=== design 1 ===
**Design 1: routed clock nets over the placement**

Bar = 50 um.
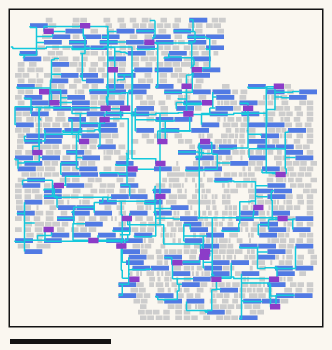

==> src/rtl/mystic_pkg.sv <==
// mystic_pkg
//   Shared definitions for the instruction-fetch responder: FSM state
//   encoding, the RVC "full-length instruction" quadrant code, reset
//   constants and a word-address increment helper.
package mystic_pkg;

    typedef enum logic [1:0] {
        S_IDLE   = 2'd0,
        S_REQ_LO = 2'd1,
        S_REQ_HI = 2'd2,
        S_RESP   = 2'd3
    } fetch_state_e;

    // Low two bits of a halfword equal to this mark a 32-bit instruction.
    localparam logic [1:0]  RVC_QUADRANT_FULL = 2'b11;

    localparam logic [31:0] RST_WORD = 32'h0000_0000;
    localparam logic [15:0] RST_HALF = 16'h0000;
    localparam logic [29:0] RST_TAG  = 30'h0;

    // Address of the next aligned word; wraps modulo 2^32.
    function automatic logic [31:0] next_word_addr(input logic [29:0] word_idx);
        return {word_idx + 30'd1, 2'b00};
    endfunction

endpackage

==> src/rtl/mystic_fetch_align.sv <==
// mystic_fetch_align
//   Combinational halfword select for a fetched 32-bit word.
//   Ports:
//     word_i     in  32  aligned memory word (or buffered word)
//     pc1_i      in  1   PC[1]: selects upper (1) or lower (0) halfword
//     half_o     out 16  selected halfword
//     is_c_o     out 1   selected halfword starts a compressed instruction
//     need_hi_o  out 1   32-bit instruction straddles into the next word
module mystic_fetch_align
    import mystic_pkg::*;
(
    input  logic [31:0] word_i,
    input  logic        pc1_i,
    output logic [15:0] half_o,
    output logic        is_c_o,
    output logic        need_hi_o
);

    always_comb begin
        half_o    = pc1_i ? word_i[31:16] : word_i[15:0];
        is_c_o    = (half_o[1:0] != RVC_QUADRANT_FULL);
        // Only an upper-half start can run off the end of the word.
        need_hi_o = pc1_i && !is_c_o;
    end

endmodule

==> src/rtl/mystic_instr_fetch.sv <==
// mystic_instr_fetch
//   Instruction-fetch responder between the PC controller and IMEM. On a
//   PC_read_i strobe it returns the instruction at PC_i (RVC aware, halfword
//   aligned), reading one or two words from memory, and pulses
//   instr_ready_o for one cycle. A one-word buffer serves refetches from the
//   most recently fetched word without a memory access.
//   Ports:
//     clk_i, rst_i                     clock, async active-high reset
//     PC_read_i, PC_i                  fetch strobe and address
//     buf_inv_i                        drop the buffered word
//     instr_o, is_compressed_o         response instruction
//     instr_ready_o, instr_err_o       response strobe, misaligned error
//     mem_req_o, mem_addr_o            memory read request (held until valid)
//     mem_valid_i, mem_rdata_i         memory read response
module mystic_instr_fetch
    import mystic_pkg::*;
#(
    parameter int unsigned ENABLE_C = 1,
    parameter int unsigned BUF_EN   = 1
) (
    input  logic        clk_i,
    input  logic        rst_i,
    input  logic        PC_read_i,
    input  logic [31:0] PC_i,
    input  logic        buf_inv_i,
    output logic [31:0] instr_o,
    output logic        is_compressed_o,
    output logic        instr_ready_o,
    output logic        instr_err_o,
    output logic        mem_req_o,
    output logic [31:0] mem_addr_o,
    input  logic        mem_valid_i,
    input  logic [31:0] mem_rdata_i
);

    fetch_state_e state_q, state_d;
    logic [31:1]  pc_q, pc_d;
    logic [31:0]  addr_q, addr_d;
    logic [15:0]  half_q, half_d;
    logic [31:0]  pend_instr_q, pend_instr_d;
    logic         pend_c_q, pend_c_d;
    logic         pend_err_q, pend_err_d;
    logic [31:0]  instr_q, instr_d;
    logic         is_c_q, is_c_d;
    logic         err_q, err_d;
    logic         ready_q, ready_d;
    logic         buf_valid_q, buf_valid_d;
    logic [29:0]  buf_tag_q, buf_tag_d;
    logic [31:0]  buf_data_q, buf_data_d;
    // Set when the buffer is invalidated while a memory read is in flight;
    // the word that read returns may be stale and must not be cached.
    logic         nocache_q, nocache_d;

    logic         in_idle, in_req;
    logic         misaligned;
    logic         buf_hit;
    logic         lo_avail;
    logic         cache_ok;
    logic [31:0]  lo_word;
    logic         lo_pc1;
    logic [29:0]  lo_idx;
    logic [15:0]  al_half;
    logic         al_is_c;
    logic         al_need_hi;
    logic         unused_pc0;

    assign unused_pc0 = PC_i[0];

    assign in_idle    = (state_q == S_IDLE);
    assign in_req     = (state_q == S_REQ_LO) || (state_q == S_REQ_HI);
    assign misaligned = (ENABLE_C == 0) && PC_i[1];
    assign buf_hit    = (BUF_EN != 0) && buf_valid_q && !buf_inv_i
                        && (buf_tag_q == PC_i[31:2]);
    assign cache_ok   = (BUF_EN != 0) && !nocache_q && !buf_inv_i;

    // Low word comes from the buffer on a hit, otherwise from memory.
    assign lo_word  = in_idle ? buf_data_q : mem_rdata_i;
    assign lo_pc1   = in_idle ? PC_i[1]    : pc_q[1];
    assign lo_idx   = in_idle ? PC_i[31:2] : pc_q[31:2];
    assign lo_avail = (in_idle && PC_read_i && !misaligned && buf_hit)
                      || ((state_q == S_REQ_LO) && mem_valid_i);

    mystic_fetch_align u_align (
        .word_i    (lo_word),
        .pc1_i     (lo_pc1),
        .half_o    (al_half),
        .is_c_o    (al_is_c),
        .need_hi_o (al_need_hi)
    );

    always_comb begin
        state_d      = state_q;
        pc_d         = pc_q;
        addr_d       = addr_q;
        half_d       = half_q;
        pend_instr_d = pend_instr_q;
        pend_c_d     = pend_c_q;
        pend_err_d   = pend_err_q;
        instr_d      = instr_q;
        is_c_d       = is_c_q;
        err_d        = err_q;
        ready_d      = 1'b0;
        buf_valid_d  = buf_valid_q;
        buf_tag_d    = buf_tag_q;
        buf_data_d   = buf_data_q;
        nocache_d    = nocache_q;

        if (buf_inv_i && in_req) begin
            nocache_d = 1'b1;
        end

        case (state_q)
            S_IDLE: begin
                if (PC_read_i) begin
                    pc_d = PC_i[31:1];
                    if (misaligned) begin
                        pend_instr_d = RST_WORD;
                        pend_c_d     = 1'b0;
                        pend_err_d   = 1'b1;
                        state_d      = S_RESP;
                    end else if (!buf_hit) begin
                        addr_d    = {PC_i[31:2], 2'b00};
                        nocache_d = 1'b0;
                        state_d   = S_REQ_LO;
                    end
                end
            end
            S_REQ_LO: begin
                if (mem_valid_i && cache_ok) begin
                    buf_valid_d = 1'b1;
                    buf_tag_d   = pc_q[31:2];
                    buf_data_d  = mem_rdata_i;
                end
            end
            S_REQ_HI: begin
                if (mem_valid_i) begin
                    if (cache_ok) begin
                        buf_valid_d = 1'b1;
                        buf_tag_d   = addr_q[31:2];
                        buf_data_d  = mem_rdata_i;
                    end
                    pend_instr_d = {mem_rdata_i[15:0], half_q};
                    pend_c_d     = 1'b0;
                    pend_err_d   = 1'b0;
                    state_d      = S_RESP;
                end
            end
            S_RESP: begin
                // Publish the whole response together with the strobe.
                instr_d = pend_instr_q;
                is_c_d  = pend_c_q;
                err_d   = pend_err_q;
                ready_d = 1'b1;
                state_d = S_IDLE;
            end
            default: state_d = S_IDLE;
        endcase

        // Shared handling once the low word is known (hit or memory).
        if (lo_avail) begin
            if (al_need_hi) begin
                half_d    = al_half;
                addr_d    = next_word_addr(lo_idx);
                nocache_d = 1'b0;
                state_d   = S_REQ_HI;
            end else begin
                pend_instr_d = al_is_c ? {16'h0000, al_half} : lo_word;
                pend_c_d     = al_is_c;
                pend_err_d   = 1'b0;
                state_d      = S_RESP;
            end
        end

        if (buf_inv_i) begin
            buf_valid_d = 1'b0;
        end
    end

    always_ff @(posedge clk_i or posedge rst_i) begin
        if (rst_i) begin
            state_q      <= S_IDLE;
            pc_q         <= 31'h0;
            addr_q       <= RST_WORD;
            half_q       <= RST_HALF;
            pend_instr_q <= RST_WORD;
            pend_c_q     <= 1'b0;
            pend_err_q   <= 1'b0;
            instr_q      <= RST_WORD;
            is_c_q       <= 1'b0;
            err_q        <= 1'b0;
            ready_q      <= 1'b0;
            buf_valid_q  <= 1'b0;
            buf_tag_q    <= RST_TAG;
            buf_data_q   <= RST_WORD;
            nocache_q    <= 1'b0;
        end else begin
            state_q      <= state_d;
            pc_q         <= pc_d;
            addr_q       <= addr_d;
            half_q       <= half_d;
            pend_instr_q <= pend_instr_d;
            pend_c_q     <= pend_c_d;
            pend_err_q   <= pend_err_d;
            instr_q      <= instr_d;
            is_c_q       <= is_c_d;
            err_q        <= err_d;
            ready_q      <= ready_d;
            buf_valid_q  <= buf_valid_d;
            buf_tag_q    <= buf_tag_d;
            buf_data_q   <= buf_data_d;
            nocache_q    <= nocache_d;
        end
    end

    // Request follows the state directly so reset drops it immediately.
    assign mem_req_o       = in_req;
    assign mem_addr_o      = addr_q;
    assign instr_o         = instr_q;
    assign is_compressed_o = is_c_q;
    assign instr_err_o     = err_q;
    assign instr_ready_o   = ready_q;

endmodule
==> config.mk <==
export PLATFORM = sky130hd
export DESIGN_NAME = mystic_instr_fetch
export DESIGN_NICKNAME = d
export VERILOG_FILES = /design/src/rtl/mystic_pkg.sv /design/src/rtl/mystic_fetch_align.sv /design/src/rtl/mystic_instr_fetch.sv
export SDC_FILE = /design/constraint.sdc
export NUM_CORES = 1
export LEC_CHECK = 0
export CAP_MARGIN = 20
export CORE_AREA = 2 2 152 154
export CTS_BUF_LIST = sky130_fd_sc_hd__clkbuf_8
export CTS_CLUSTER_SIZE = 25
export DETAILED_ROUTE_END_ITERATION = 16
export DIE_AREA = 0 0 154 156
export PLACE_DENSITY = 0.83
export SLEW_MARGIN = 10
export SYNTH_ARGS = -nofsm -noshare
export SYNTH_HDL_FRONTEND = slang
export SYNTH_HIERARCHICAL = 1
export SYNTH_SLANG_ARGS = --single-unit
==> constraint.sdc <==
create_clock -name clk_i -period 6.35 [get_ports clk_i]
set_clock_uncertainty 0.1 [all_clocks]
set_input_delay 0.635 -clock clk_i [delete_from_list [all_inputs] [get_ports clk_i]]
set_output_delay 0.635 -clock clk_i [all_outputs]
set_load 0.05 [all_outputs]
=== design 2 ===
==> src/rtl/vga_rect_scheduler.sv <==
`default_nettype none
//==============================================================================
//  Module   : vga_rect_scheduler
//  Purpose  : Animates three coloured rectangles over a 640x480 scan. The
//             rectangle positions are stepped once per frame, and each rectangle
//             bounces off the screen edges. The update runs in vertical blanking
//             on a single shared per-axis step/bounce unit. Each pixel is then
//             coloured by additive mixing or by fixed priority.
//  Revision : 1.0  - initial release
//------------------------------------------------------------------------------
//  Ports
//    CLK       in   1   pixel clock, shared with the vga timing block
//    RESET_N   in   1   asynchronous active-low reset
//    x         in  10   current pixel column
//    y         in  10   current pixel row
//    VS        in   1   vertical sync, active low; its falling edge is the tick
//    PAUSE     in   1   1 = hold positions at frame ticks
//    STEP_REQ  in   1   one-cycle pulse: allow one update while paused
//    MODE      in   1   0 = additive mixing, 1 = priority rect0 > rect1 > rect2
//    RED       out  4   red level   (registered, 1 cycle after x/y)
//    GREEN     out  4   green level (registered, 1 cycle after x/y)
//    BLUE      out  4   blue level  (registered, 1 cycle after x/y)
//    BUSY      out  1   high while the position-update FSM is not idle
//==============================================================================
module vga_rect_scheduler #(
   parameter int H_ACTIVE = 640,
   parameter int V_ACTIVE = 480,
   parameter int STEP     = 2,
   parameter int W0       = 300,
   parameter int H0       = 300,
   parameter int W1       = 200,
   parameter int H1       = 200,
   parameter int W2       = 300,
   parameter int H2       = 300
) (
   input  logic       CLK,
   input  logic       RESET_N,
   input  logic [9:0] x,
   input  logic [9:0] y,
   input  logic       VS,
   input  logic       PAUSE,
   input  logic       STEP_REQ,
   input  logic       MODE,
   output logic [3:0] RED,
   output logic [3:0] GREEN,
   output logic [3:0] BLUE,
   output logic       BUSY
);

   // All geometry is carried at 11 bits so that pos + size never wraps.
   localparam logic [10:0] c_h_act = 11'(H_ACTIVE);
   localparam logic [10:0] c_v_act = 11'(V_ACTIVE);
   localparam logic [10:0] c_step  = 11'(STEP);

   localparam logic [2:0][10:0] c_w = {11'(W2), 11'(W1), 11'(W0)};
   localparam logic [2:0][10:0] c_h = {11'(H2), 11'(H1), 11'(H0)};

   // Start-up placement. A direction bit of 1 means the rectangle is moving
   // towards 0 on that axis.
   localparam logic [2:0][10:0] c_px_rst = {11'd300, 11'd200, 11'd0};
   localparam logic [2:0][10:0] c_py_rst = {11'd180, 11'd150, 11'd0};
   localparam logic [2:0]       c_dx_rst = 3'b010;
   localparam logic [2:0]       c_dy_rst = 3'b100;

   localparam logic [1:0] c_st_idle = 2'd0;
   localparam logic [1:0] c_st_upd0 = 2'd1;
   localparam logic [1:0] c_st_upd1 = 2'd2;
   localparam logic [1:0] c_st_upd2 = 2'd3;

   logic [1:0]       r_state;
   logic [1:0]       w_state_nxt;
   logic             r_vs_d;
   logic             w_tick;
   logic             r_step_pend;
   logic             w_consume;

   logic [2:0][10:0] r_px;
   logic [2:0][10:0] r_py;
   logic [2:0]       r_dx;
   logic [2:0]       r_dy;

   logic             w_busy;
   logic             w_upd_en;
   logic [1:0]       w_sel;

   logic [10:0]      w_cur_x;
   logic [10:0]      w_cur_y;
   logic [10:0]      w_sz_x;
   logic [10:0]      w_sz_y;
   logic             w_cur_dx;
   logic             w_cur_dy;
   logic [11:0]      w_res_x;
   logic [11:0]      w_res_y;

   logic             w_vis;
   logic [2:0]       w_in;
   logic [3:0]       w_red;
   logic [3:0]       w_green;
   logic [3:0]       w_blue;
   logic [3:0]       r_red;
   logic [3:0]       r_green;
   logic [3:0]       r_blue;

   //---------------------------------------------------------------------------
   // One axis of the step/bounce unit. Returns {new_dir, new_pos}.
   // Moving up: clamp to lim - size and reverse if the far edge would overrun.
   // Moving down: clamp to 0 and reverse if a full step is not available.
   //---------------------------------------------------------------------------
   function automatic logic [11:0] axis_step(input logic [10:0] pos,
                                             input logic [10:0] size,
                                             input logic [10:0] lim,
                                             input logic        neg);
      logic [10:0] nxt;
      nxt = pos + c_step;
      if (!neg) begin
         if ((nxt + size) > lim) return {1'b1, lim - size};
         else                    return {1'b0, nxt};
      end else begin
         if (pos < c_step)       return {1'b0, 11'd0};
         else                    return {1'b1, pos - c_step};
      end
   endfunction

   //---------------------------------------------------------------------------
   // Frame tick and single-step request
   //---------------------------------------------------------------------------
   assign w_tick    = r_vs_d & ~VS;
   assign w_consume = (r_state == c_st_idle) & w_tick & (~PAUSE | r_step_pend);

   always_ff @(posedge CLK or negedge RESET_N) begin
      if (!RESET_N) begin
         r_vs_d      <= 1'b1;
         r_step_pend <= 1'b0;
      end else begin
         r_vs_d      <= VS;
         // A new request arriving in the consuming cycle must survive.
         r_step_pend <= STEP_REQ | (r_step_pend & ~w_consume);
      end
   end

   //---------------------------------------------------------------------------
   // Update FSM: state register
   //---------------------------------------------------------------------------
   always_ff @(posedge CLK or negedge RESET_N) begin
      if (!RESET_N) r_state <= c_st_idle;
      else          r_state <= w_state_nxt;
   end

   //---------------------------------------------------------------------------
   // Update FSM: next state. Ticks outside IDLE are simply not looked at.
   //---------------------------------------------------------------------------
   always_comb begin
      w_state_nxt = r_state;
      case (r_state)
         c_st_idle: if (w_consume) w_state_nxt = c_st_upd0;
         c_st_upd0: w_state_nxt = c_st_upd1;
         c_st_upd1: w_state_nxt = c_st_upd2;
         c_st_upd2: w_state_nxt = c_st_idle;
         default:   w_state_nxt = c_st_idle;
      endcase
   end

   //---------------------------------------------------------------------------
   // Update FSM: outputs (rectangle select for the shared unit)
   //---------------------------------------------------------------------------
   always_comb begin
      w_busy   = 1'b0;
      w_upd_en = 1'b0;
      w_sel    = 2'd0;
      case (r_state)
         c_st_upd0: begin w_busy = 1'b1; w_upd_en = 1'b1; w_sel = 2'd0; end
         c_st_upd1: begin w_busy = 1'b1; w_upd_en = 1'b1; w_sel = 2'd1; end
         c_st_upd2: begin w_busy = 1'b1; w_upd_en = 1'b1; w_sel = 2'd2; end
         default:   ;
      endcase
   end

   //---------------------------------------------------------------------------
   // Operand select into the shared step/bounce unit
   //---------------------------------------------------------------------------
   always_comb begin
      w_cur_x  = r_px[0];
      w_cur_y  = r_py[0];
      w_cur_dx = r_dx[0];
      w_cur_dy = r_dy[0];
      w_sz_x   = c_w[0];
      w_sz_y   = c_h[0];
      case (w_sel)
         2'd1: begin
            w_cur_x  = r_px[1];
            w_cur_y  = r_py[1];
            w_cur_dx = r_dx[1];
            w_cur_dy = r_dy[1];
            w_sz_x   = c_w[1];
            w_sz_y   = c_h[1];
         end
         2'd2: begin
            w_cur_x  = r_px[2];
            w_cur_y  = r_py[2];
            w_cur_dx = r_dx[2];
            w_cur_dy = r_dy[2];
            w_sz_x   = c_w[2];
            w_sz_y   = c_h[2];
         end
         default: ;
      endcase
   end

   assign w_res_x = axis_step(w_cur_x, w_sz_x, c_h_act, w_cur_dx);
   assign w_res_y = axis_step(w_cur_y, w_sz_y, c_v_act, w_cur_dy);

   //---------------------------------------------------------------------------
   // Position / direction registers; written only in the UPDn states
   //---------------------------------------------------------------------------
   always_ff @(posedge CLK or negedge RESET_N) begin
      if (!RESET_N) begin
         r_px <= c_px_rst;
         r_py <= c_py_rst;
         r_dx <= c_dx_rst;
         r_dy <= c_dy_rst;
      end else if (w_upd_en) begin
         r_px[w_sel] <= w_res_x[10:0];
         r_dx[w_sel] <= w_res_x[11];
         r_py[w_sel] <= w_res_y[10:0];
         r_dy[w_sel] <= w_res_y[11];
      end
   end

   //---------------------------------------------------------------------------
   // Per-pixel coverage
   //---------------------------------------------------------------------------
   assign w_vis = ({1'b0, x} < c_h_act) & ({1'b0, y} < c_v_act);

   for (genvar n = 0; n < 3; n++) begin : g_rect
      assign w_in[n] = ({1'b0, x} >= r_px[n]) & ({1'b0, x} < (r_px[n] + c_w[n])) &
                       ({1'b0, y} >= r_py[n]) & ({1'b0, y} < (r_py[n] + c_h[n])) &
                       w_vis;
   end

   //---------------------------------------------------------------------------
   // Colour resolution
   //---------------------------------------------------------------------------
   always_comb begin
      w_red   = 4'h0;
      w_green = 4'h0;
      w_blue  = 4'h0;
      if (MODE) begin
         if (w_in[0])      w_red   = 4'hF;
         else if (w_in[1]) w_green = 4'hF;
         else if (w_in[2]) w_blue  = 4'hF;
      end else begin
         if (w_in[0]) w_red   = 4'hF;
         if (w_in[1]) w_green = 4'hF;
         if (w_in[2]) w_blue  = 4'hF;
      end
   end

   always_ff @(posedge CLK or negedge RESET_N) begin
      if (!RESET_N) begin
         r_red   <= 4'h0;
         r_green <= 4'h0;
         r_blue  <= 4'h0;
      end else begin
         r_red   <= w_red;
         r_green <= w_green;
         r_blue  <= w_blue;
      end
   end

   assign RED   = r_red;
   assign GREEN = r_green;
   assign BLUE  = r_blue;
   assign BUSY  = w_busy;

endmodule
`default_nettype wire

==> config.mk <==
export PLATFORM = sky130hd
export DESIGN_NAME = vga_rect_scheduler
export DESIGN_NICKNAME = d
export VERILOG_FILES = /design/src/rtl/vga_rect_scheduler.sv
export SDC_FILE = /design/constraint.sdc
export NUM_CORES = 1
export LEC_CHECK = 0
export ABC_AREA = 1
export CORE_AREA = 2 2 130 132
export CTS_CLUSTER_SIZE = 14
export DETAILED_ROUTE_END_ITERATION = 6
export DIE_AREA = 0 0 132 134
export GPL_TIMING_DRIVEN = 0
export PLACE_DENSITY_LB_ADDON = 0.3
export SYNTH_ARGS = -nofsm -noshare
export SYNTH_HDL_FRONTEND = slang
export SYNTH_SLANG_ARGS = --single-unit
==> constraint.sdc <==
create_clock -name CLK -period 5.3 [get_ports CLK]
set_input_delay 0.795 -clock CLK [delete_from_list [all_inputs] [get_ports CLK]]
set_output_delay 0.795 -clock CLK [all_outputs]
set_load 0.02 [all_outputs]
=== design 3 ===
**config.mk**
```make
export PLATFORM = sky130hd
export DESIGN_NAME = if_id_buffer
export DESIGN_NICKNAME = d
export VERILOG_FILES = /design/src/rtl/if_id_buffer.sv
export SDC_FILE = /design/constraint.sdc
export NUM_CORES = 1
export LEC_CHECK = 0
export CORE_MARGIN = 2
export CORE_UTILIZATION = 30
export DETAILED_ROUTE_END_ITERATION = 16
export PLACE_DENSITY = 0.69
export SKIP_CTS_REPAIR_TIMING = 1
export SLEW_MARGIN = 20
export SYNTH_ARGS = -nofsm -noshare
export SYNTH_HDL_FRONTEND = slang
export SYNTH_SLANG_ARGS = --single-unit
```
**constraint.sdc**
```tcl
create_clock -name ClockPulse -period 4.7 [get_ports ClockPulse]
set_clock_uncertainty 0.15 [all_clocks]
set_input_delay 0.94 -clock ClockPulse [delete_from_list [all_inputs] [get_ports ClockPulse]]
set_output_delay 0.94 -clock ClockPulse [all_outputs]
set_load 0.05 [all_outputs]
```
**src/rtl/if_id_buffer.sv**
```systemverilog
// Fetch-to-decode decoupling buffer: a small FIFO of {instruction, PC+4} pairs
// with flush on redirect, fetch back-pressure and a saturating bubble counter.
module if_id_buffer #(
    parameter int DEPTH = 2,
    parameter int CNT_W = 16
) (
    input  logic             ClockPulse,
    input  logic             Reset,
    input  logic [31:0]      Instruction,
    input  logic [31:0]      NextPc,
    input  logic             Hit,
    input  logic             PcSource,
    input  logic             Stall,
    output logic             FetchHold,
    output logic             IdValid,
    output logic [31:0]      IdInstruction,
    output logic [31:0]      IdNextPc,
    output logic [5:0]       Opcode,
    output logic [4:0]       Rs,
    output logic [4:0]       Rt,
    output logic [4:0]       Rd,
    output logic [4:0]       Shamt,
    output logic [5:0]       Funct,
    output logic [15:0]      Imm16,
    output logic [CNT_W-1:0] BubbleCount
);

    localparam int PTR_W = $clog2(DEPTH);
    localparam logic [PTR_W:0] FULL_COUNT = (PTR_W + 1)'(DEPTH);

    logic [31:0]      instrMem [DEPTH];
    logic [31:0]      pcMem    [DEPTH];
    logic [PTR_W-1:0] readPtr;
    logic [PTR_W-1:0] writePtr;
    logic [PTR_W:0]   count;
    logic             push;
    logic             pop;

    // Status depends only on the registered count, so fetch never sees a
    // combinational path from this cycle's inputs.
    assign FetchHold = (count == FULL_COUNT);
    assign IdValid   = (count != '0);

    assign push = Hit & ~FetchHold & ~PcSource;
    assign pop  = IdValid & ~Stall & ~PcSource;

    assign IdInstruction = IdValid ? instrMem[readPtr] : 32'h0;
    assign IdNextPc      = IdValid ? pcMem[readPtr]    : 32'h0;

    assign Opcode = IdInstruction[31:26];
    assign Rs     = IdInstruction[25:21];
    assign Rt     = IdInstruction[20:16];
    assign Rd     = IdInstruction[15:11];
    assign Shamt  = IdInstruction[10:6];
    assign Funct  = IdInstruction[5:0];
    assign Imm16  = IdInstruction[15:0];

    // Stale storage is harmless because outputs are masked when empty.
    always_ff @(posedge ClockPulse) begin
        if (push) begin
            instrMem[writePtr] <= Instruction;
            pcMem[writePtr]    <= NextPc;
        end
    end

    always_ff @(posedge ClockPulse) begin
        if (Reset || PcSource) begin
            count    <= '0;
            readPtr  <= '0;
            writePtr <= '0;
        end else begin
            if (push) begin
                writePtr <= writePtr + 1'b1;
            end
            if (pop) begin
                readPtr <= readPtr + 1'b1;
            end
            if (push && !pop) begin
                count <= count + 1'b1;
            end else if (pop && !push) begin
                count <= count - 1'b1;
            end
        end
    end

    // Survives flushes on purpose so redirect bubbles are counted too.
    always_ff @(posedge ClockPulse) begin
        if (Reset) begin
            BubbleCount <= '0;
        end else if (!IdValid && (BubbleCount != '1)) begin
            BubbleCount <= BubbleCount + 1'b1;
        end
    end

endmodule

```
=== design 4 ===
## src/rtl/adc_spi_reader.sv

```systemverilog
// adc_spi_reader: runs a 16-clock serial ADC frame every SAMPLE_PERIOD clocks and publishes sample bits [11:2].
// Result and strobe arrive 32*CLK_DIV cycles after cs_n falls; no backpressure. `ADC_AVG_EN: publish the mean of 4 frames.
module adc_spi_reader #(
    parameter int CLK_DIV       = 4,
    parameter int SAMPLE_PERIOD = 2000
) (
    input  logic       clk,
    input  logic       reset,
    input  logic       enable,
    input  logic       sdata,
    output logic       cs_n,
    output logic       sclk,
    output logic [9:0] adc_measure,
    output logic       measure_valid,
    output logic       busy
);
    localparam int DIV_W = (CLK_DIV > 1) ? $clog2(CLK_DIV) : 1;
    localparam int PER_W = $clog2(SAMPLE_PERIOD);

    typedef enum logic [1:0] {S_IDLE, S_CONVERT, S_DONE} state_t;

    state_t           r_state;
    state_t           w_state_nxt;
    logic [DIV_W-1:0] r_div;
    logic [4:0]       r_edge;
    logic [PER_W-1:0] r_per;
    logic             r_sclk;
    logic [10:0]      r_shift;
    logic [9:0]       r_meas;
    logic             r_vld;
    logic             w_div_tc;
    logic             w_last;
    logic             w_per_run;

    assign w_div_tc  = (r_state == S_CONVERT) && (r_div == DIV_W'(CLK_DIV - 1));
    assign w_last    = w_div_tc && (r_edge == 5'd31);
    assign w_per_run = (r_state != S_IDLE) || enable;

    always_ff @(posedge clk) begin
        if (reset) begin
            r_state <= S_IDLE;
        end else begin
            r_state <= w_state_nxt;
        end
    end

    always_comb begin
        w_state_nxt = r_state;
        case (r_state)
            S_IDLE:    if (enable && (r_per == '0)) w_state_nxt = S_CONVERT;
            S_CONVERT: if (w_last) w_state_nxt = S_DONE;
            S_DONE:    w_state_nxt = S_IDLE;
            default:   w_state_nxt = S_IDLE;
        endcase
    end

    always_comb begin
        cs_n          = (r_state != S_CONVERT);
        busy          = (r_state == S_CONVERT);
        sclk          = r_sclk;
        measure_valid = r_vld;
        adc_measure   = r_meas;
    end

    // Period counter keeps running through a frame so frame starts stay SAMPLE_PERIOD apart.
    always_ff @(posedge clk) begin
        if (reset) begin
            r_per   <= '0;
            r_div   <= '0;
            r_edge  <= '0;
            r_sclk  <= 1'b1;
            r_shift <= '0;
        end else begin
            if (w_per_run) begin
                r_per <= (r_per == PER_W'(SAMPLE_PERIOD - 1)) ? '0 : r_per + 1'b1;
            end
            if (r_state == S_CONVERT) begin
                r_div <= w_div_tc ? '0 : r_div + 1'b1;
                if (w_div_tc) begin
                    r_sclk <= ~r_sclk;
                    r_edge <= r_edge + 5'd1;
                    // Odd edges are rising; leading zero bits simply shift out of the top.
                    if (r_edge[0]) r_shift <= {r_shift[9:0], sdata};
                end
            end else begin
                r_div  <= '0;
                r_edge <= '0;
                r_sclk <= 1'b1;
            end
        end
    end

`ifdef ADC_AVG_EN
    logic [11:0] w_sample;
    logic [13:0] w_sum;
    logic [13:0] r_acc;
    logic [1:0]  r_fcnt;

    assign w_sample = {r_shift, sdata};
    assign w_sum    = r_acc + {2'b00, w_sample};

    always_ff @(posedge clk) begin
        if (reset) begin
            r_acc  <= '0;
            r_fcnt <= '0;
            r_meas <= '0;
            r_vld  <= 1'b0;
        end else begin
            r_vld <= 1'b0;
            if (w_last) begin
                r_fcnt <= r_fcnt + 2'd1;
                if (r_fcnt == 2'd3) begin
                    r_meas <= w_sum[13:4];
                    r_vld  <= 1'b1;
                    r_acc  <= '0;
                end else begin
                    r_acc <= w_sum;
                end
            end
        end
    end
`else
    // The bit arriving on the last rising edge is sample bit 0, which the 10-bit result drops.
    always_ff @(posedge clk) begin
        if (reset) begin
            r_meas <= '0;
            r_vld  <= 1'b0;
        end else begin
            r_vld <= w_last;
            if (w_last) r_meas <= r_shift[10:1];
        end
    end
`endif

endmodule

```

## config.mk

```make
export PLATFORM = sky130hd
export DESIGN_NAME = adc_spi_reader
export DESIGN_NICKNAME = d
export VERILOG_FILES = /design/src/rtl/adc_spi_reader.sv
export SDC_FILE = /design/constraint.sdc
export NUM_CORES = 1
export LEC_CHECK = 0
export CORE_MARGIN = 5
export CORE_UTILIZATION = 60
export CTS_CLUSTER_DIAMETER = 100
export CTS_CLUSTER_SIZE = 30
export DETAILED_ROUTE_END_ITERATION = 12
export DONT_BUFFER_PORTS = 1
export GPL_ROUTABILITY_DRIVEN = 0
export PLACE_DENSITY = 0.76
export SYNTH_ARGS = -nofsm -noshare
export SYNTH_HDL_FRONTEND = slang
export SYNTH_SLANG_ARGS = --single-unit
```

## constraint.sdc

```tcl
create_clock -name clk -period 4.4 [get_ports clk]
set_input_delay 0.88 -clock clk [delete_from_list [all_inputs] [get_ports clk]]
set_output_delay 0.88 -clock clk [all_outputs]
set_load 0.01 [all_outputs]
```


==> gallery <==
Placement view.
image #1
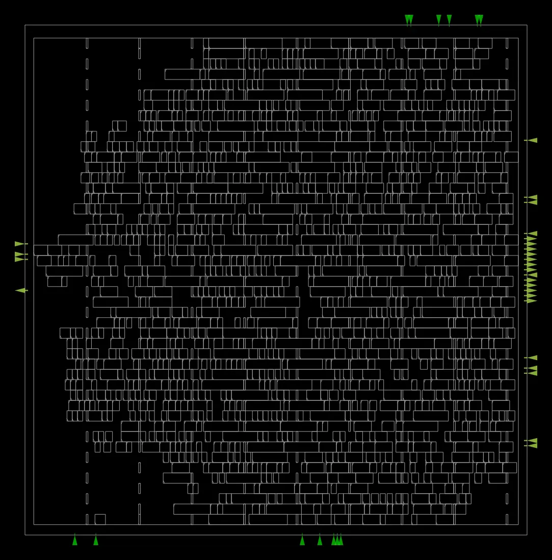
image #2
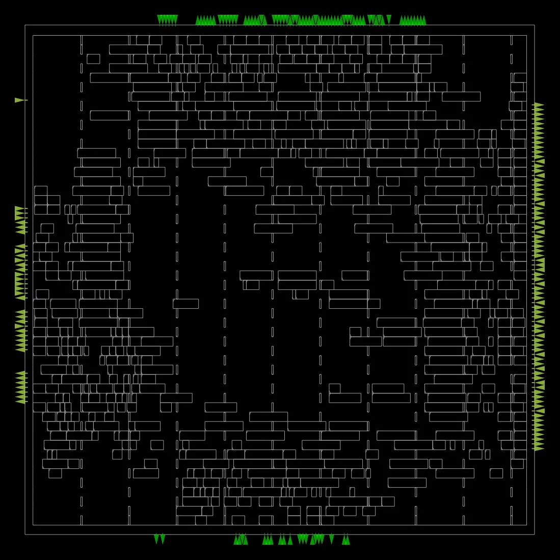
image #3
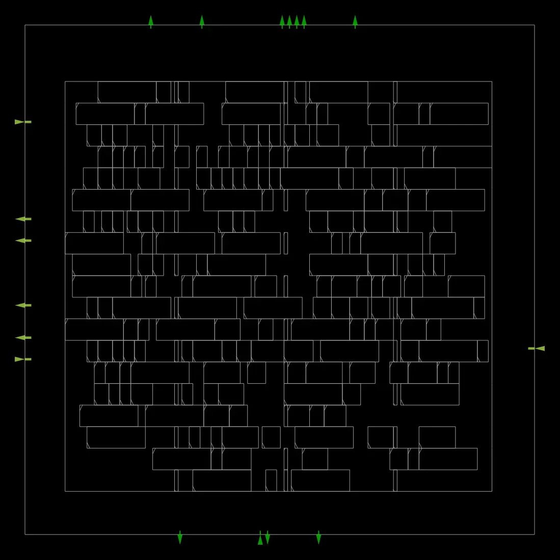
image #4
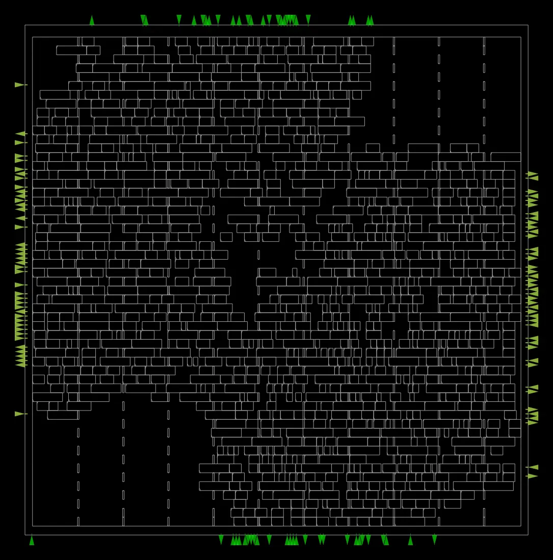
Image #3 is design 4.
Image #4 is design 1.
Image #2 is design 3.
Image #1 is design 2.
The one with the fewest cells is image #3.
The one with the most sequential cells is image #4.

**Design 2: local utilization**

The die is cut into 13 by 13 equal tiles; white is low, dark blue is high, 0 to 100% covered.
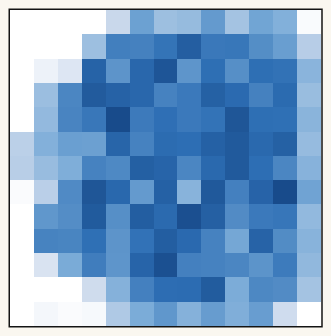
- tiles over 75% full: 25%
- mean over tiles: 54%
- nearly empty tiles: 11%
- fullest tile: 89%

**Design 2: metal 3**

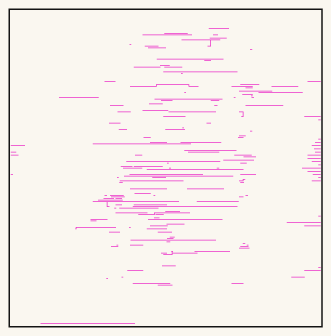
- longest straight run: 46.0 um
- nets with wire on the layer: 111
- main direction: horizontal

==> impl_metrics.ini, design 2 <==
; yosys + openroad results
[run_status]
status = finished clean

[yosys]
top_area_share_pct = 19.18
yosysWarningCount = 0
synth.largest_area_cell = ha_1
synth_flops = 79
synthCells = 1232

[worst_setup_path]
ff2ff_setup_slack_ns = 1.12
reg2reg_from = r_state[0]
crit_path_end = r_px[26]
crit_fanout = 10
cp-start-kind = flip-flop

[detailed_routing]
wl_per_cell_um = 15.73
wl_met1_mm = 10.92

[finish]
n_all_buffers = 69
lay_top_cells = nand2_1, inv_1, ha_1
clk_share_pct = 3.550

[global_routing]
grtUsageMet2_pct = 44.04
grt_use_met3_pct = 2.872

[worst_hold_path]
hold_class = primary input to asynchronous set/reset pin

[clock_tree]
ctsHoldBuffers = 0

[sta]
fmax_mhz = 239.1

[floorplan]
taps = 220
fp.dieW_um = 132
design 2: flip-flops by register name (all words and copies together), names as in the netlist:
signal       flops
r_px            33
r_step_pend      1
r_state          2
r_dy             3
GREEN            1
r_dx             3
r_vs_d           1
BLUE             1
r_py            33
RED              1
design 2: cell families after synthesis:
kind of cell,share of synthesized area [%]
and+or+nand+nor,28.79
AOI/OAI and AO/OA,14.25
buffers and inverters,9.208
adders and majority gates,19.18
xor gates and xnor gates,5.855
DFF,22.71
design 2: through the flow:
step                      hold slack [ns]  util, %  worst slack (ns)  instances
after global placement             0.4581    58.08            0.5824       1490
after CTS                          0.3309    60.37             1.141       1507
final                              0.3226    60.37             1.117       1507
after floorplan                    0.4481        -             1.756       1232
after detailed placement           0.4588    58.23             1.171       1491
after global routing               0.3415    60.37            0.6212       1507
**Design 3: pin map**

Pins as bars across the die edge, other pins in grey.
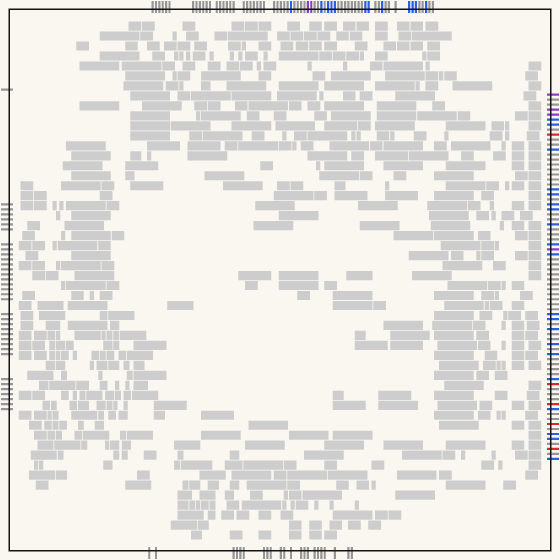
- red: Rd (pins 5; direction output; edge right)
- blue: IdInstruction (pins 32; direction output; edge 20 right, 12 top)
- purple: Funct (pins 6; direction output; edge 4 right, 2 top)
- all pins by edge: 74 right, 68 top, 35 left, 22 bottom

==> impl_metrics.ini, design 3 <==
; yosys + openroad results
[worst_hold_path]
holdPathEnd = BubbleCount[11]

[yosys]
top_area_share_pct = 62.50
synthFlopType = edfxtp_1
ys_cells = 436
ys_sh_xor_pct = 0.8545
syn_avg_cell_area_um2 = 14.10

[worst_setup_path]
cp-start-kind = flip-flop

[finish]
area_growth_pct = 42.30
final_area_mm2 = 0.008751

[sta]
slew_violations = 0
final-setup-viol-count = 0

[detailed_routing]
drt-total-wl_mm = 13.10
vias = 3891
highest_layer = met4

[run_status]
status = finished clean

[global_routing]
grt_util_all_layers_pct = 12.55
grt_util_met1_pct = 13.69
design 3: worst min-delay path, cell delays in order (launching register included):
cell and delay [ns]:
dfxtp_1 0.34, o31ai_1 0.07, a21oi_1 0.06
design 3: flip-flops by register name, summed over array words and instances (netlist names), named ones only:
name / count
count: 2
pcMem: 64
BubbleCount: 16
readPtr: 1
writePtr: 1
instrMem: 64
design 3: final cells by class:
cell class / instances / area share (%)
antenna: 2 / 0.05719
clock buffer: 17 / 4.861
clock inverter: 15 / 2.316
inverter: 6 / 0.2574
multi-input combinational: 216 / 16.60
sequential: 149 / 48.77
tap: 270 / 3.860
timing repair buffer: 202 / 23.28
design 3: synth_stat cells, drive strengths merged, types with 3 or more instances:
cell type and number:
o21ai 6, mux2i 65, nand3 4, nor2b 3, edfxtp 128, nor2 70, or4 7, clkbuf 13
buf 52, a21oi 11, o31ai 6, dfxtp 21, inv 6, nor3 7, nand2 5, or3 8
nand4 5, xor2 4
**Design 4: local utilization**

The die is cut into 6 by 6 equal tiles; white is low, dark blue is high, 0 to 100% covered.
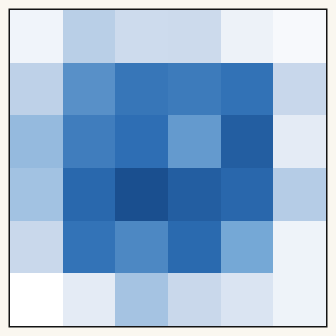
- fullest tile: 88%
- nearly empty tiles: 2.8%
- emptiest ninth of the die: bottom right
- tiles over 75% full: 17%
- densest ninth of the die: middle
- mean over tiles: 43%

==> impl_metrics.ini, design 4 <==
; yosys + openroad results
[run_status]
status = finished clean

[detailed_routing]
wl_per_cell_um = 13.69
drtAntennaViolNets = 0
dr.pass1.iters = 4
drt-total-wl_mm = 3.162
wl_met1_mm = 1.346

[clock_tree]
cts.path.max_buffers = 2
clock_sinks = 43
h-tree-depth = 2
clk_pin_slew_ns = 0.11

[worst_setup_path]
path_class = flip-flop to primary output
crit_fanout = 6
crit_path_end = cs_n
ff2ff_setup_slack_ns = 2.71
r2r_end = r_edge[3]

[yosys]
topCombFamilyByArea = simple AND/OR/NAND/NOR gates
synth_flops = 43
yosysSeqAreaShare_pct = 48.76
synthFlopType = dfxtp_1
ys_sh_xor_pct = 6.449
fp_nets = 211
ys_cells = 202

[sta]
worst_slack_ns = 2.359
fin_crit_sh_pct = 46.39

[finish]
num_antenna_cells = 0

[floorplan]
die_h_um = 64.25
die_area_mm2 = 0.004127
core-area_mm2 = 0.002781

[power]
design 4: flip-flops by register name (all words and copies together) (netlist names):
name,flops
sclk,1
r_shift,11
r_per,11
r_state,2
measure_valid,1
adc_measure,10
r_div,2
r_edge,5
design 4: logic make-up after synthesis:
family / Yosys count
buffers and inverters: 14
AOI/OAI and AO/OA: 25
DFF: 43
muxes: 4
and+or+nand+nor: 98
adders and majority gates: 5
xor gates and xnor gates: 13
design 4: worst max-delay path, stage by stage, from the launching register on:
cell and delay, ns:
dfxtp_1 0.46, and2b_4 0.26, inv_1 0.10
design 4: area by class of cell:
| cell class | count | area, um^2 | area share [%] |
|---|---|---|---|
| clock buffers | 7 | 45.04 | 2.490 |
| clock inverters | 1 | 5.005 | 0.2766 |
| inverters | 4 | 15.01 | 0.8299 |
| multi-input cells | 145 | 844.6 | 46.68 |
| flip-flops and latches | 43 | 860.8 | 47.58 |
| well taps | 31 | 38.79 | 2.144 |
**Design 1: local utilization**

The die is cut into 15 by 16 equal tiles; white is low, dark blue is high, 0 to 100% covered.
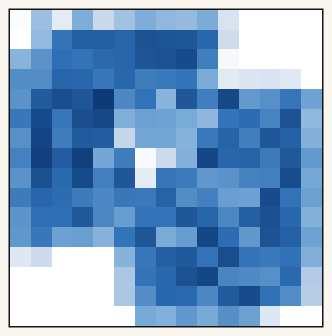
- nearly empty tiles: 15%
- emptiest ninth of the die: bottom left
- tiles over 75% full: 29%
- fullest tile: 96%
- densest ninth of the die: left middle
- mean over tiles: 55%
Core Util, Final: 60.40%
core area: 0.02237 mm^2

About 'routed clock nets over the placement' of design 1:
- blue: flip-flops (count 214)
- cyan: clock wires (length 2990 um)
- purple: clock drivers (count 37)
- routed clock nets: 38
- flops lie: spread over the die

==> impl_metrics.ini, design 1 <==
; yosys + openroad results
[detailed_routing]
via_per_inst = 5.688
drtAntennaViolNets = 0
drtIter0Drc = 444

[yosys]
yosysUniqueCellTypes = 47
synth_flops = 214
synthFlopType = dfrtp_1
yosys.area_share.aoi_pct = 2.945
yosys.area_share.simple_pct = 6.417
common_cells = dfrtp_1, mux2i_1, mux2_2

[clock_tree]
ctsResizeCount = 0

[global_routing]
grt_util_all_layers_pct = 21.80

[floorplan]
fp.dieW_um = 154
fp_util_pct = 49.95

[run_status]
status = finished clean

[sta]
fin_tns_setup_ns = 0

[placement]
dpl.hpwl_mm = 17.08
## design 1: worst max-delay path, cell delays in order, from the launching register on
cell	delay [ns]
dfrtp_1	0.42
inv_1	0.17
ha_4	0.68
buf_4	0.55
mux2_2	0.25
ha_1	0.17
nor2b_1	0.53
nand4_2	0.40
a211oi_1	0.39
xor2_1	0.19
mux2i_1	0.09
## design 1: path summary, 6_finish.rpt
check | slack (ns) | cells past startpoint | endpoint
worst max-delay path | 2.23 | 10 | mem_addr_o[26]
worst min-delay path | 0.39 | 1 | half_q[12]
worst max register to register | 2.23 | 10 | mem_addr_o[26]
worst min register to register | 0.39 | 1 | half_q[12]
max in group asynchronous | 5.04 | 3 | pc_q[15]
min in group asynchronous | 0.41 | 3 | instr_o[11]
## design 1: cell type report
type | count | share of cell area [%]
multi-input combinational | 622 | 41.27
sequential | 214 | 39.64
timing repair buffer | 148 | 11.06
clock buffer | 44 | 4.483
tap | 285 | 2.640
clock inverter | 19 | 0.6576
inverter | 8 | 0.2501

=== design 5 ===
**Design 5: local utilization**

The die is cut into 13 by 11 equal tiles; white is low, dark blue is high, 0 to 100% covered.
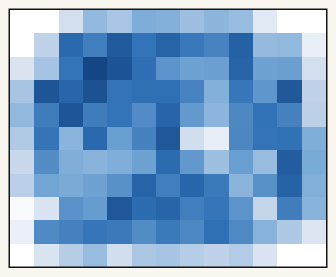
File: config.mk
export PLATFORM = sky130hd
export DESIGN_NAME = load_store_unit
export DESIGN_NICKNAME = d
export VERILOG_FILES = /design/src/rtl/lsu_pkg.sv /design/src/rtl/lsu_align.sv /design/src/rtl/load_store_unit.sv
export SDC_FILE = /design/constraint.sdc
export NUM_CORES = 1
export LEC_CHECK = 0
export ABC_AREA = 1
export CAP_MARGIN = 20
export CORE_ASPECT_RATIO = 0.8
export CORE_MARGIN = 4
export CORE_UTILIZATION = 40
export DETAILED_ROUTE_END_ITERATION = 7
export PLACE_DENSITY = 0.79
export SETUP_SLACK_MARGIN = 0.1
export SYNTH_ARGS = -nofsm -noshare
export SYNTH_HDL_FRONTEND = slang
export SYNTH_SLANG_ARGS = --single-unit
File: constraint.sdc
create_clock -name clk -period 2.5 [get_ports clk]
set_input_delay 0.5 -clock clk [delete_from_list [all_inputs] [get_ports clk]]
set_output_delay 0.5 -clock clk [all_outputs]
set_load 0.01 [all_outputs]
File: src/rtl/lsu_pkg.sv
// Shared definitions for the load/store unit.
//   - RV32I funct3 width/sign codes (F3_*)
//   - FSM state encoding (IDLE/REQ/DONE)
//   - lane_mask(): byte-lane enables for a given access size and byte offset
package lsu_pkg;

    localparam logic [2:0] F3_B  = 3'b000;
    localparam logic [2:0] F3_H  = 3'b001;
    localparam logic [2:0] F3_W  = 3'b010;
    localparam logic [2:0] F3_BU = 3'b100;
    localparam logic [2:0] F3_HU = 3'b101;

    typedef enum logic [1:0] {
        IDLE = 2'd0,
        REQ  = 2'd1,
        DONE = 2'd2
    } lsu_state_t;

    // size is funct3[1:0]: 00 byte, 01 halfword, 10 word.
    function automatic logic [3:0] lane_mask(input logic [1:0] size,
                                             input logic [1:0] addr_lo);
        case (size)
            2'b00:   return 4'b0001 << addr_lo;
            2'b01:   return 4'b0011 << {addr_lo[1], 1'b0};
            2'b10:   return 4'b1111;
            default: return 4'b0000;
        endcase
    endfunction

endpackage

File: src/rtl/lsu_align.sv
// Combinational formatting for the load/store unit.
//   i_store    : 1=store, 0=load (selects the legal funct3 set)
//   i_funct3   : RV32I width/sign code
//   i_addr_lo  : byte offset within the word
//   i_wdata    : right-justified store data
//   i_rword    : word read from memory
//   o_ok       : access is legal and naturally aligned
//   o_mask     : byte-lane enables
//   o_wdata    : lane-replicated store data
//   o_rdata    : extracted, sign/zero-extended load data
module lsu_align
    import lsu_pkg::*;
(
    input  logic        i_store,
    input  logic [2:0]  i_funct3,
    input  logic [1:0]  i_addr_lo,
    input  logic [31:0] i_wdata,
    input  logic [31:0] i_rword,
    output logic        o_ok,
    output logic [3:0]  o_mask,
    output logic [31:0] o_wdata,
    output logic [31:0] o_rdata
);

    logic        w_legal;
    logic        w_aligned;
    logic [31:0] w_shift;

    always_comb begin
        if (i_store)
            w_legal = (i_funct3 == F3_B) || (i_funct3 == F3_H) || (i_funct3 == F3_W);
        else
            w_legal = (i_funct3 == F3_B)  || (i_funct3 == F3_H)  || (i_funct3 == F3_W) ||
                      (i_funct3 == F3_BU) || (i_funct3 == F3_HU);

        case (i_funct3[1:0])
            2'b01:   w_aligned = ~i_addr_lo[0];
            2'b10:   w_aligned = (i_addr_lo == 2'b00);
            default: w_aligned = 1'b1;
        endcase

        o_ok   = w_legal & w_aligned;
        o_mask = lane_mask(i_funct3[1:0], i_addr_lo);

        case (i_funct3[1:0])
            2'b00:   o_wdata = {4{i_wdata[7:0]}};
            2'b01:   o_wdata = {2{i_wdata[15:0]}};
            default: o_wdata = i_wdata;
        endcase

        w_shift = i_rword >> {i_addr_lo, 3'b000};
        case (i_funct3)
            F3_B:    o_rdata = {{24{w_shift[7]}}, w_shift[7:0]};
            F3_H:    o_rdata = {{16{w_shift[15]}}, w_shift[15:0]};
            F3_W:    o_rdata = i_rword;
            F3_BU:   o_rdata = {24'd0, w_shift[7:0]};
            F3_HU:   o_rdata = {16'd0, w_shift[15:0]};
            default: o_rdata = '0;
        endcase
    end

endmodule

File: src/rtl/load_store_unit.sv
// Load/store unit: accepts one load or store from the core, issues a
// word-addressed, byte-masked request to data memory, holds it until
// mem_valid, and returns aligned, extended load data with a done pulse.
// Misaligned/illegal accesses complete with core_fault and never reach memory.
// Ports: clk, rst (async active-low); core_* handshake from the execute
// stage; mem_* request/response to data memory.
// Optional: define LSU_TIMEOUT_EN to abort a request after TIMEOUT_CYCLES
// cycles without mem_valid.
module load_store_unit
    import lsu_pkg::*;
#(
    parameter int ADDR_W         = 12,
    parameter int TIMEOUT_CYCLES = 255
) (
    input  logic              clk,
    input  logic              rst,
    input  logic              core_req,
    input  logic              core_store,
    input  logic [2:0]        core_funct3,
    input  logic [31:0]       core_addr,
    input  logic [31:0]       core_wdata,
    output logic              core_ready,
    output logic              core_done,
    output logic [31:0]       core_rdata,
    output logic              core_fault,
    output logic              mem_request,
    output logic              mem_we_re,
    output logic [3:0]        mem_mask,
    output logic [ADDR_W-1:0] mem_address,
    output logic [31:0]       mem_data_in,
    input  logic [31:0]       mem_data_out,
    input  logic              mem_valid
);

    lsu_state_t        r_state;
    logic [2:0]        r_funct3;
    logic [1:0]        r_addr_lo;
    logic              r_we;
    logic [3:0]        r_mask;
    logic [ADDR_W-1:0] r_address;
    logic [31:0]       r_wdata;
    logic [31:0]       r_rdata;
    logic              r_fault;

    logic              w_idle;
    logic [2:0]        w_funct3;
    logic [1:0]        w_addr_lo;
    logic              w_ok;
    logic [3:0]        w_mask;
    logic [31:0]       w_wdata;
    logic [31:0]       w_rdata;
    logic              w_unused_addr;

`ifdef LSU_TIMEOUT_EN
    localparam int TW = ($clog2(TIMEOUT_CYCLES + 1) > 8) ? $clog2(TIMEOUT_CYCLES + 1) : 8;
    logic [TW-1:0] r_tcnt;
`else
    localparam int unused_timeout_cycles = TIMEOUT_CYCLES;
`endif

    // One formatter is shared: it formats the incoming request while idle
    // and extracts load data from the registered request afterwards.
    assign w_idle    = (r_state == IDLE);
    assign w_funct3  = w_idle ? core_funct3    : r_funct3;
    assign w_addr_lo = w_idle ? core_addr[1:0] : r_addr_lo;

    lsu_align u_align (
        .i_store   (core_store),
        .i_funct3  (w_funct3),
        .i_addr_lo (w_addr_lo),
        .i_wdata   (core_wdata),
        .i_rword   (mem_data_out),
        .o_ok      (w_ok),
        .o_mask    (w_mask),
        .o_wdata   (w_wdata),
        .o_rdata   (w_rdata)
    );

    assign w_unused_addr = ^core_addr[31:ADDR_W+2];

    always_ff @(posedge clk or negedge rst) begin
        if (!rst) begin
            r_state   <= IDLE;
            r_funct3  <= '0;
            r_addr_lo <= '0;
            r_we      <= 1'b0;
            r_mask    <= '0;
            r_address <= '0;
            r_wdata   <= '0;
            r_rdata   <= '0;
            r_fault   <= 1'b0;
`ifdef LSU_TIMEOUT_EN
            r_tcnt    <= '0;
`endif
        end else begin
            case (r_state)
                IDLE: begin
                    if (core_req) begin
                        r_funct3  <= core_funct3;
                        r_addr_lo <= core_addr[1:0];
                        if (w_ok) begin
                            r_we      <= core_store;
                            r_mask    <= w_mask;
                            r_address <= core_addr[ADDR_W+1:2];
                            r_wdata   <= w_wdata;
                            r_state   <= REQ;
`ifdef LSU_TIMEOUT_EN
                            r_tcnt    <= '0;
`endif
                        end else begin
                            r_fault <= 1'b1;
                            r_rdata <= '0;
                            r_state <= DONE;
                        end
                    end
                end
                REQ: begin
                    if (mem_valid) begin
                        r_rdata <= r_we ? '0 : w_rdata;
                        r_fault <= 1'b0;
                        r_state <= DONE;
                    end
`ifdef LSU_TIMEOUT_EN
                    else if (r_tcnt == TW'(TIMEOUT_CYCLES - 1)) begin
                        r_rdata <= '0;
                        r_fault <= 1'b1;
                        r_state <= DONE;
                    end else begin
                        r_tcnt <= r_tcnt + 1'b1;
                    end
`endif
                end
                DONE: begin
                    r_rdata <= '0;
                    r_fault <= 1'b0;
                    r_state <= IDLE;
                end
                default: r_state <= IDLE;
            endcase
        end
    end

    assign core_ready  = w_idle;
    assign core_done   = (r_state == DONE);
    assign core_rdata  = r_rdata;
    assign core_fault  = r_fault;
    assign mem_request = (r_state == REQ);
    assign mem_we_re   = r_we;
    assign mem_mask    = r_mask;
    assign mem_address = r_address;
    assign mem_data_in = r_wdata;

endmodule

==> impl_metrics.ini <==
; yosys + openroad results
[yosys]
yosysWarningCount = 0
synthCells = 709
top_area_share_pct = 44.59

[run_status]
status = finished clean

[detailed_routing]
drtAntennaViolNets = 0
vias = 5140
via_per_inst = 4.724

[global_routing]
antenna_found_initial = 0

[sta]
relSlewSlack_pct = 62.05
fmax_mhz = 434.5
worst_slack_ns = 0.1984
slew_violations = 0

[finish]
area_growth_pct = 52.18

[power]
combPwrFrac_pct = 62.1

[worst_setup_path]
crit_path_end = mem_data_in[4]
arrival_ns = 2.52

[floorplan]
die_area_mm2 = 0.01435
fp.dieW_um = 132.9

[worst_hold_path]
hold_class = primary input to asynchronous set/reset pin

[clock_tree]
cts_tree = built
About 'local utilization' of design 5:
- nearly empty tiles: 5.6%
- mean over tiles: 52%
- tiles over 75% full: 17%
- fullest tile: 91%
Core Util at FP: 40.92%
Core Util, Final: 62.27%
core area: 0.01221 mm^2

## synthesized netlist by cell type (2+ instances only)
library cell	instances
a31oi_1	2
nand3_2	3
o21ai_0	62
a21oi_1	5
ha_1	8
inv_1	62
nor2_1	37
buf_6	6
nand2_2	7
buf_4	3
buf_2	13
dfrtp_1	89
inv_2	4
nand3_1	45
o21ai_2	7
clkinv_1	3
clkbuf_1	6
nand2_1	323
o22ai_1	9
o21ai_1	8
## cell type report
cell class,instances,area [um^2]
clock buffer,9,225.2
sequential,89,2227
inverter,69,267.8
tap,171,214.0
timing repair buffer,220,2192
multi-input combinational,523,2399
fill,1096,4606
clock inverter,7,76.32
## kinds of logic (layout without fill, tap and decap cells)
family	Yosys count	count (layout)	synth area share [%]
and+or+nand+nor	420	420	34.17
buffers and inverters	97	305	8.742
AOI/OAI and AO/OA	94	94	10.27
DFF	89	89	44.59
adders and majority gates	8	8	2.004
muxes	1	1	0.2254
## worst max-delay path, delay by kind of cell (launching register included)
family	cells	cell delay, ns
and+or+nand+nor	7	0.61
buffers and inverters	5	0.56
DFF	1	0.43
adders and majority gates	2	0.42
AOI/OAI and AO/OA	2	0.14


## Gallery

Pin map.
Pins as bars across the die edge, other pins in grey.
Plate I
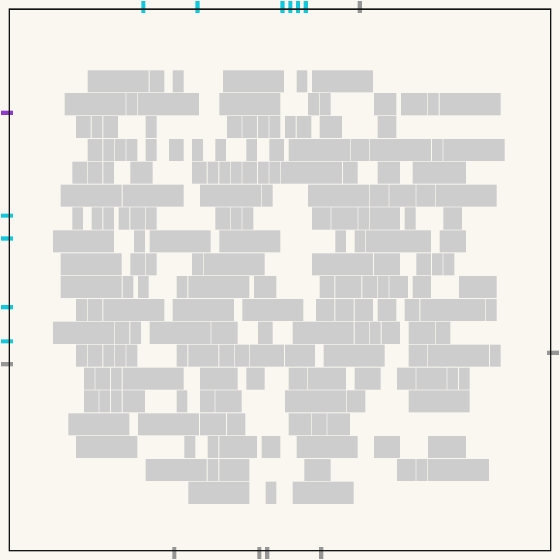
Plate II
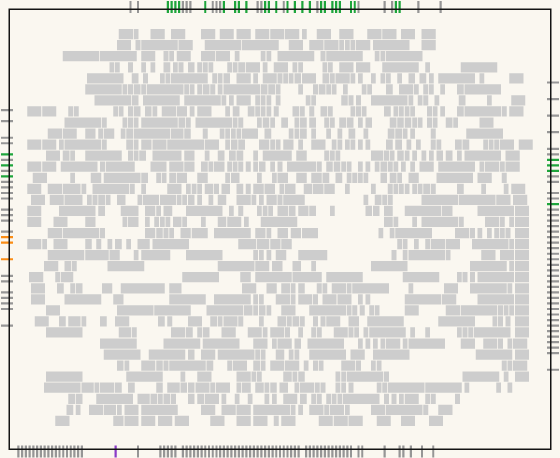
Plate III
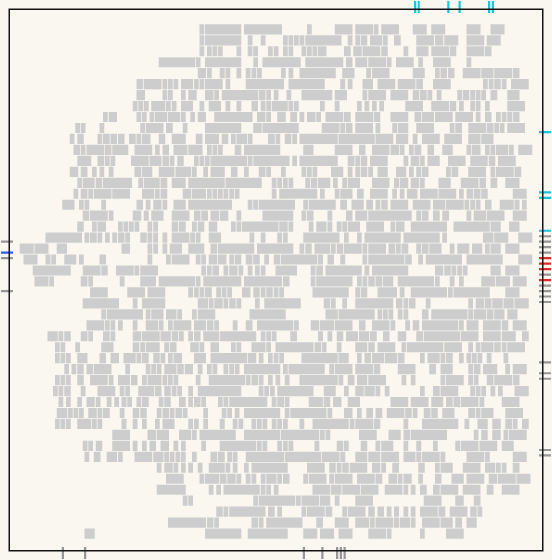
Plate IV
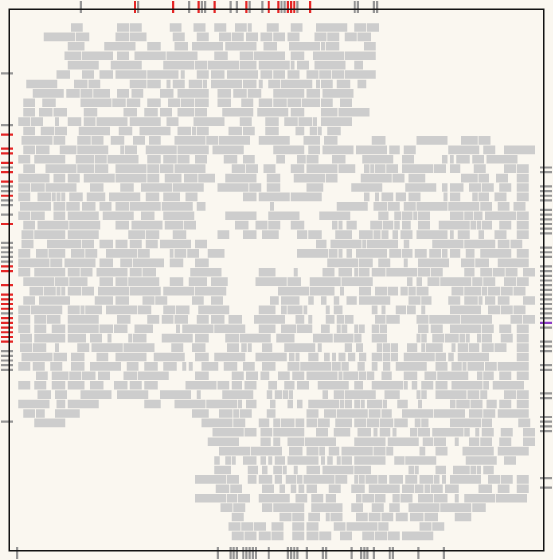
| from | picture |
|---|---|
| design 4 | Plate I |
| design 1 | Plate IV |
| design 2 | Plate III |
| design 5 | Plate II |
Of these, fewest pins: Plate I
Of these, most pins: Plate II

Key to Plate II:
- orange: core_funct3 (pins 3; direction input; edge left)
- purple: rst (pins 1; direction input; edge bottom)
- green: mem_data_out (pins 32; direction input; edge 25 top, 4 right, 3 left)

Power is estimated from default activity; no workload was simulated.
